# design 1

[src/rtl/i2c_pkg.sv]
// Shared I2C definitions: FSM state encoding (also used by the master's debug decode),
// R/W bit values and the default target address.
package i2c_pkg;

  typedef enum logic [3:0] {
    ST_IDLE     = 4'd0,
    ST_ADDR     = 4'd1,
    ST_ADDR_ACK = 4'd2,
    ST_RX       = 4'd3,
    ST_RX_ACK   = 4'd4,
    ST_TX       = 4'd5,
    ST_TX_ACK   = 4'd6,
    ST_IGNORE   = 4'd7
  } i2c_state_e;

  localparam logic       I2C_READ         = 1'b1;
  localparam logic       I2C_WRITE        = 1'b0;
  localparam logic [6:0] I2C_DEFAULT_ADDR = 7'h2D;

  function automatic logic addr_matches(input logic [7:0] addr_byte, input logic [6:0] addr);
    return addr_byte[7:1] == addr;
  endfunction

endpackage

[src/rtl/i2c_sync_edge.sv]
// Two-flop synchronizer for one bus line, followed by a registered edge detector.
// level/rise/fall are mutually aligned and trail the pin by 3 clk.
module i2c_sync_edge (
  input  logic clk,
  input  logic rst,
  input  logic din,
  output logic level,
  output logic rise,
  output logic fall
);

  logic sync1_q, sync2_q, prev_q, rise_q, fall_q;
  logic sync1_d, sync2_d, prev_d, rise_d, fall_d;

  always_comb begin
    sync1_d = din;
    sync2_d = sync1_q;
    prev_d  = sync2_q;
    rise_d  = sync2_q & ~prev_q;
    fall_d  = ~sync2_q & prev_q;
  end

  // The synchronizer keeps tracking the pin through reset so no phantom edge follows release.
  always_ff @(posedge clk) begin
    sync1_q <= sync1_d;
    sync2_q <= sync2_d;
    prev_q  <= prev_d;
  end

  always_ff @(posedge clk) begin
    if (!rst) begin
      rise_q <= 1'b0;
      fall_q <= 1'b0;
    end else begin
      rise_q <= rise_d;
      fall_q <= fall_d;
    end
  end

  assign level = prev_q;
  assign rise  = rise_q;
  assign fall  = fall_q;

endmodule

[src/rtl/i2c_slave.sv]
// I2C target with oversampled SCL/SDA, START/STOP detection and a host byte stream.
// Define I2C_SLAVE_GENERAL_CALL_EN to also accept the general-call write address 8'h00.
module i2c_slave
  import i2c_pkg::*;
#(
  parameter logic [6:0] SLAVE_ADDR = I2C_DEFAULT_ADDR
) (
  input  logic       clk,
  input  logic       rst,
  input  logic       scl_in,
  input  logic       sda_in,
  output logic       sda_out,
  output logic [7:0] rx_data,
  output logic       rx_valid,
  input  logic       rx_ready,
  output logic       tx_req,
  input  logic [7:0] tx_data,
  output logic       busy,
  output logic [3:0] state
);

  logic scl_lvl, scl_rise, scl_fall;
  logic sda_lvl, sda_rise, sda_fall;

  i2c_sync_edge u_scl (.clk(clk), .rst(rst), .din(scl_in),
                       .level(scl_lvl), .rise(scl_rise), .fall(scl_fall));
  i2c_sync_edge u_sda (.clk(clk), .rst(rst), .din(sda_in),
                       .level(sda_lvl), .rise(sda_rise), .fall(sda_fall));

  logic start_det, stop_det, addr_hit;
  logic [7:0] rx_byte;

  i2c_state_e state_q, state_d;
  logic [3:0] bit_cnt_q, bit_cnt_d;
  logic [6:0] shift_q, shift_d;
  logic [7:0] tx_shift_q, tx_shift_d;
  logic [7:0] rx_data_q, rx_data_d;
  logic       sda_out_q, sda_out_d;
  logic       rx_valid_q, rx_valid_d;
  logic       tx_req_q, tx_req_d;
  logic       busy_q, busy_d;
  logic       rw_q, rw_d;

  always_comb begin
    start_det = sda_fall & scl_lvl;
    stop_det  = sda_rise & scl_lvl;
    rx_byte   = {shift_q, sda_lvl};
    addr_hit  = addr_matches(rx_byte, SLAVE_ADDR);
`ifdef I2C_SLAVE_GENERAL_CALL_EN
    if (rx_byte == 8'h00) addr_hit = 1'b1;
`endif
  end

  // Bus conditions take priority over any SCL edge seen in the same cycle.
  always_comb begin
    state_d    = state_q;
    bit_cnt_d  = bit_cnt_q;
    shift_d    = shift_q;
    tx_shift_d = tx_shift_q;
    rx_data_d  = rx_data_q;
    sda_out_d  = sda_out_q;
    rx_valid_d = 1'b0;
    tx_req_d   = 1'b0;
    busy_d     = busy_q;
    rw_d       = rw_q;

    if (tx_req_q) tx_shift_d = tx_data;

    if (stop_det || start_det) begin
      state_d   = stop_det ? ST_IDLE : ST_ADDR;
      bit_cnt_d = 4'd0;
      sda_out_d = 1'b1;
      busy_d    = 1'b0;
    end else begin
      case (state_q)
        ST_ADDR: if (scl_rise) begin
          shift_d = rx_byte[6:0];
          if (bit_cnt_q == 4'd7) begin
            bit_cnt_d = 4'd0;
            if (addr_hit) begin
              state_d = ST_ADDR_ACK;
              busy_d  = 1'b1;
              rw_d    = rx_byte[0];
            end else begin
              state_d = ST_IGNORE;
            end
          end else begin
            bit_cnt_d = bit_cnt_q + 4'd1;
          end
        end
        // bit_cnt 0 -> waiting for the fall that opens the ACK slot, 1 -> for the one closing it.
        ST_ADDR_ACK: if (scl_fall) begin
          if (bit_cnt_q == 4'd0) begin
            sda_out_d = 1'b0;
            bit_cnt_d = 4'd1;
            tx_req_d  = (rw_q == I2C_READ);
          end else if (rw_q == I2C_READ) begin
            state_d    = ST_TX;
            sda_out_d  = tx_shift_q[7];
            tx_shift_d = {tx_shift_q[6:0], 1'b0};
            bit_cnt_d  = 4'd1;
          end else begin
            state_d   = ST_RX;
            sda_out_d = 1'b1;
            bit_cnt_d = 4'd0;
          end
        end
        ST_RX: if (scl_rise) begin
          shift_d = rx_byte[6:0];
          if (bit_cnt_q == 4'd7) begin
            bit_cnt_d = 4'd0;
            if (rx_ready) begin
              rx_data_d  = rx_byte;
              rx_valid_d = 1'b1;
              state_d    = ST_RX_ACK;
            end else begin
              state_d = ST_IGNORE;
            end
          end else begin
            bit_cnt_d = bit_cnt_q + 4'd1;
          end
        end
        ST_RX_ACK: if (scl_fall) begin
          if (bit_cnt_q == 4'd0) begin
            sda_out_d = 1'b0;
            bit_cnt_d = 4'd1;
          end else begin
            state_d   = ST_RX;
            sda_out_d = 1'b1;
            bit_cnt_d = 4'd0;
          end
        end
        ST_TX: if (scl_fall) begin
          if (bit_cnt_q == 4'd8) begin
            state_d   = ST_TX_ACK;
            sda_out_d = 1'b1;
            bit_cnt_d = 4'd0;
          end else begin
            sda_out_d  = tx_shift_q[7];
            tx_shift_d = {tx_shift_q[6:0], 1'b0};
            bit_cnt_d  = bit_cnt_q + 4'd1;
          end
        end
        ST_TX_ACK: if (scl_rise) begin
          if (!sda_lvl) begin
            state_d  = ST_TX;
            tx_req_d = 1'b1;
          end else begin
            state_d = ST_IGNORE;
          end
        end
        ST_IGNORE: sda_out_d = 1'b1;
        default:   state_d = state_q;
      endcase
    end
  end

  always_ff @(posedge clk) begin
    if (!rst) begin
      state_q    <= ST_IDLE;
      bit_cnt_q  <= 4'd0;
      shift_q    <= 7'd0;
      tx_shift_q <= 8'd0;
      rx_data_q  <= 8'h00;
      sda_out_q  <= 1'b1;
      rx_valid_q <= 1'b0;
      tx_req_q   <= 1'b0;
      busy_q     <= 1'b0;
      rw_q       <= I2C_WRITE;
    end else begin
      state_q    <= state_d;
      bit_cnt_q  <= bit_cnt_d;
      shift_q    <= shift_d;
      tx_shift_q <= tx_shift_d;
      rx_data_q  <= rx_data_d;
      sda_out_q  <= sda_out_d;
      rx_valid_q <= rx_valid_d;
      tx_req_q   <= tx_req_d;
      busy_q     <= busy_d;
      rw_q       <= rw_d;
    end
  end

  assign sda_out  = sda_out_q;
  assign rx_data  = rx_data_q;
  assign rx_valid = rx_valid_q;
  assign tx_req   = tx_req_q;
  assign busy     = busy_q;
  assign state    = state_q;

endmodule
[config.mk]
export PLATFORM = sky130hd
export DESIGN_NAME = i2c_slave
export DESIGN_NICKNAME = d
export VERILOG_FILES = /design/src/rtl/i2c_pkg.sv /design/src/rtl/i2c_sync_edge.sv /design/src/rtl/i2c_slave.sv
export SDC_FILE = /design/constraint.sdc
export NUM_CORES = 1
export LEC_CHECK = 0
export ABC_AREA = 1
export CORE_MARGIN = 3
export CORE_UTILIZATION = 40
export DETAILED_ROUTE_END_ITERATION = 8
export PLACE_DENSITY = 0.74
export SLEW_MARGIN = 5
export SYNTH_ARGS = -nofsm -noshare
export SYNTH_HDL_FRONTEND = slang
export SYNTH_SLANG_ARGS = --single-unit
[constraint.sdc]
create_clock -name clk -period 1.6 [get_ports clk]
set_clock_uncertainty 0.15 [all_clocks]
set_input_delay 0.24 -clock clk [delete_from_list [all_inputs] [get_ports clk]]
set_output_delay 0.24 -clock clk [all_outputs]
set_load 0.02 [all_outputs]
# design 2

--- config.mk ---
export PLATFORM = sky130hd
export DESIGN_NAME = comparador_serial
export DESIGN_NICKNAME = d
export VERILOG_FILES = /design/src/rtl/comparador_serial.sv
export SDC_FILE = /design/constraint.sdc
export NUM_CORES = 1
export LEC_CHECK = 0
export ABC_AREA = 0
export CORE_UTILIZATION = 48
export DETAILED_ROUTE_END_ITERATION = 8
export PLACE_DENSITY = 0.77
export SETUP_SLACK_MARGIN = 0.05
export SYNTH_ARGS = -nofsm -noshare
export SYNTH_HDL_FRONTEND = slang
export SYNTH_SLANG_ARGS = --single-unit
--- constraint.sdc ---
create_clock -name clk -period 2.5 [get_ports clk]
set_input_delay 0.375 -clock clk [delete_from_list [all_inputs] [get_ports clk]]
set_output_delay 0.375 -clock clk [all_outputs]
set_load 0.03 [all_outputs]
--- src/rtl/comparador_serial.sv ---
// rtl/comparador_serial.sv - bit-serial unsigned magnitude comparator, MSB first.
// Results hold until the next accepted start; busy marks COMPARE and done pulses once in DONE.
module comparador_serial #(
   parameter int N = 8
) (
   input  logic         clk,
   input  logic         rst,
   input  logic         start,
   input  logic [N-1:0] a,
   input  logic [N-1:0] b,
   output logic         busy,
   output logic         done,
   output logic         maior,
   output logic         menor,
   output logic         igual
);

   localparam int IW = (N > 1) ? $clog2(N) : 1;

   localparam logic [1:0] IDLE    = 2'd0;
   localparam logic [1:0] COMPARE = 2'd1;
   localparam logic [1:0] DONE    = 2'd2;

   logic [1:0]    state;
   logic [IW-1:0] idx;
   logic [N-1:0]  ra;
   logic [N-1:0]  rb;

   always_ff @(posedge clk) begin
      if (rst) begin
         state <= IDLE;
         idx   <= '0;
         ra    <= '0;
         rb    <= '0;
         maior <= 1'b0;
         menor <= 1'b0;
         igual <= 1'b0;
      end else begin
         case (state)
            IDLE: begin
               if (start) begin
                  ra    <= a;
                  rb    <= b;
                  idx   <= IW'(N - 1);
                  maior <= 1'b0;
                  menor <= 1'b0;
                  igual <= 1'b0;
                  state <= COMPARE;
               end
            end
            COMPARE: begin
               // The first differing bit decides; lower bits are never looked at.
               if (ra[idx] && !rb[idx]) begin
                  maior <= 1'b1;
                  state <= DONE;
               end else if (!ra[idx] && rb[idx]) begin
                  menor <= 1'b1;
                  state <= DONE;
               end else if (idx == '0) begin
                  igual <= 1'b1;
                  state <= DONE;
               end else begin
                  idx <= idx - 1'b1;
               end
            end
            DONE:    state <= IDLE;
            default: state <= IDLE;
         endcase
      end
   end

   assign busy = (state == COMPARE);
   assign done = (state == DONE);

endmodule

==> design_2/sizes.png <==
Scale: 10 px per µm.
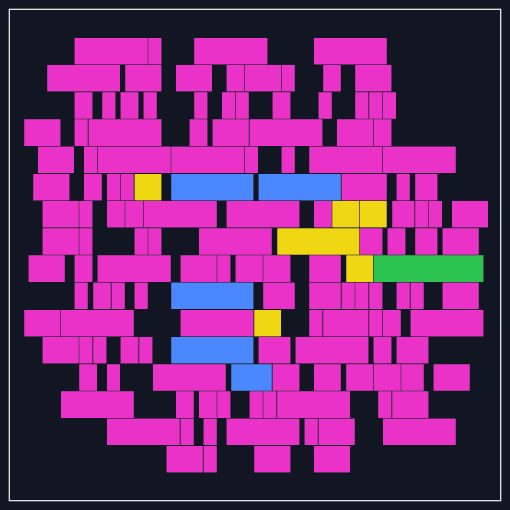
size	colour	cells	most used
_0 and _1 cells	magenta	133	nand2_1
_6 and larger	green	1	bufinv_16
_3 and _4 cells	yellow	6	clkbuf_4
_2 cells	blue	5	mux4_2
final setup margin: 0.341 ns
P&R area growth vs syn: 29.0%
post-route cell area: 1370 µm²
Non-CTS buffers: 25

==> results.json, design 2 <==
{
  "outcome": "finished clean",
  "rsz0062_at_grt": "false",
  "use_met3": 0.0654,
  "sh_seq_area": 0.351,
  "xor_share": 0.00826,
  "warnings": 27,
  "layout_top_cell": "nand2_1",
  "core-area_um2": 2020,
  "flop-count": 24,
  "yosysUniqueCellTypes": 28,
  "clkCellAreaFrac": 0.0384,
  "core_util_floorplan": 0.524,
  "clock-sinks": 24,
  "wl_met3_um": 125,
  "combPwrFrac": 0.344,
  "path_class": "flip-flop to flip-flop",
  "hold_end": "ra[2]$_SDFFE_PP0P_",
  "powerSeq_uw": 495,
  "top_logic_kind": "simple AND/OR/NAND/NOR gates",
  "grtUsageMet2": 0.352,
  "cellPowerDensity_nw_per_um2": 868
}
[design 2: stage by stage]
stage,hold WS [ns],cell area [µm²],worst slack [ns],power [mW]
after floorplan,0.433,1060,0.538,0.788
after global placement,0.442,1320,0.441,0.886
after detailed placement,0.451,1320,0.390,0.903
after CTS,0.469,1370,0.323,1.19
after global routing,0.500,1370,0.183,1.27
final,0.465,1370,0.341,1.19
[design 2: cells in the mapped netlist, types with 2 or more instances]
master and number:
nor2_1 7, a311oi_1 2, nor2b_1 2, nor3_1 2, a21oi_1 17, nand2_1 34, dfxtp_1 24, clkbuf_1 5
inv_1 6, mux4_2 4, ha_1 2
[design 2: critical path, delay by kind of cell, from the launching register on]
kind	cells	cell delay, ns
XOR/XNOR	1	0.33
flip-flops	1	0.51
AND/OR/NAND/NOR	1	0.09
multiplexers	2	0.86
AND-OR/OR-AND	1	0.28
[design 2: sequential cells by signal, summed over array words and instances (netlist names)]
| register | count |
|---|---|
| idx | 3 |
| menor | 1 |
| igual | 1 |
| state | 2 |
| ra | 8 |
| maior | 1 |
| rb | 8 |
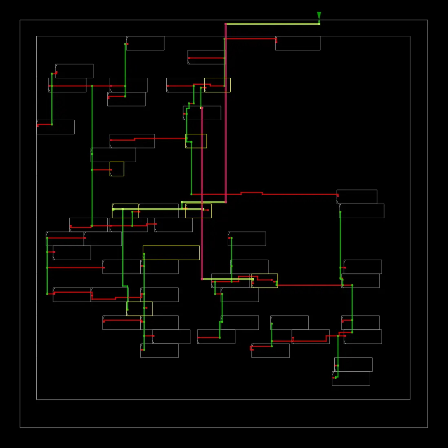
(design_1/clocks.png)
CTS Buf Count: 5
clock sinks: 45
CLK BUF: 5

==> results.json, design 1 <==
{
  "outcome": "complete, but fails checks",
  "violations": "negative setup slack",
  "h-tree-depth": 2,
  "clkLatencyLatePin_ns": 0.31,
  "edf_count": 0,
  "die_x_um": 79.3,
  "startpoint_type": "flip-flop",
  "via_per_inst": 5.06,
  "critical_path.cell_chain": "inv_4, ha_2, nand3_2, nand3_2, nand2_1, o2111ai_1, nand2_2, o21ai_2",
  "area_leaders": "dfxtp_1, nand2_1, nor2_1",
  "endpoint_kind": "flip-flop",
  "net-switching-power_mw": 1.34,
  "ctsHoldBuffers": 0,
  "ys_seq_share": 0.419,
  "grt_pass1_vias": 1947,
  "core_util_floorplan": 0.418,
  "ff_type": "dfxtp_1",
  "setup_violations": 7,
  "ir_drop_uv": 708,
  "critPathBufInv": 1,
  "cts.repair.resized": 25,
  "comb_share": 0.402,
  "drc": 0,
  "fin_ws_ns": -0.0105,
  "grt_remaining_overflow": 0,
  "dieArea_um2": 6290,
  "crit_slowest_cell": "dfxtp_4",
  "dpl.cell_count": 407,
  "synthesis.nets": 303,
  "buffer_area_frac": 0.191,
  "ys_cells": 287,
  "synth.most_common_cell": "nand2_1",
  "root_buffer": "clkbuf_8",
  "slew_viol_final": 0
}
design 1: kinds of logic after synthesis:
group | Yosys count | share of synthesized area
compound gates | 53 | 0.143
fa+ha+maj | 3 | 0.0175
buf+inv | 37 | 0.0774
flops | 45 | 0.419
mux | 8 | 0.0373
other cells | 1 | 0.00174
simple gates | 140 | 0.304
design 1: worst min path at each step:
stage | slack, ns | endpoint | cells after the start | start
2_1_floorplan | 0.12 | u_scl.sync1_q$_DFF_P_ | 0 | scl_in
4_1_cts | 0.18 | u_sda.prev_d$_DFF_P_ | 0 | u_sda.sync1_q$_DFF_P_
3_5_place_dp | 0.16 | u_sda.prev_d$_DFF_P_ | 0 | u_sda.sync1_q$_DFF_P_
5_1_grt | 0.20 | u_sda.prev_d$_DFF_P_ | 0 | u_sda.sync1_q$_DFF_P_
6_report | 0.18 | u_scl.prev_d$_DFF_P_ | 0 | u_scl.sync1_q$_DFF_P_
3_3_place_gp | 0.16 | u_sda.prev_d$_DFF_P_ | 0 | u_sda.sync1_q$_DFF_P_
design 1: layer usage:
layer / part of all wire / up-vias
met3: 0.053 / 14
met4: 0.022 / 0
met2: 0.50 / 74
met1: 0.42 / 983
li1: - / 1081
met5: 0 / -


==> gallery <==
M3 wires.
Plate I
Scale: 6 px per µm.
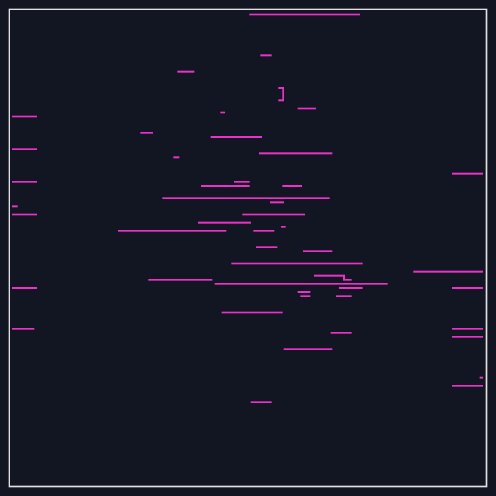
Plate II
Scale: 10 px per µm.
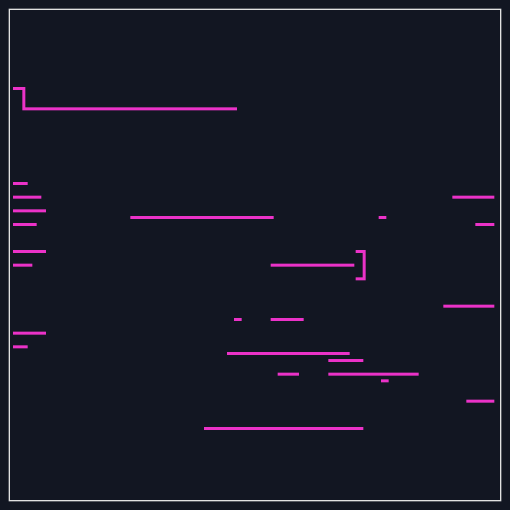
For design 1, see Plate I.
For design 2, see Plate II.

Power and IR drop assume default switching activity.
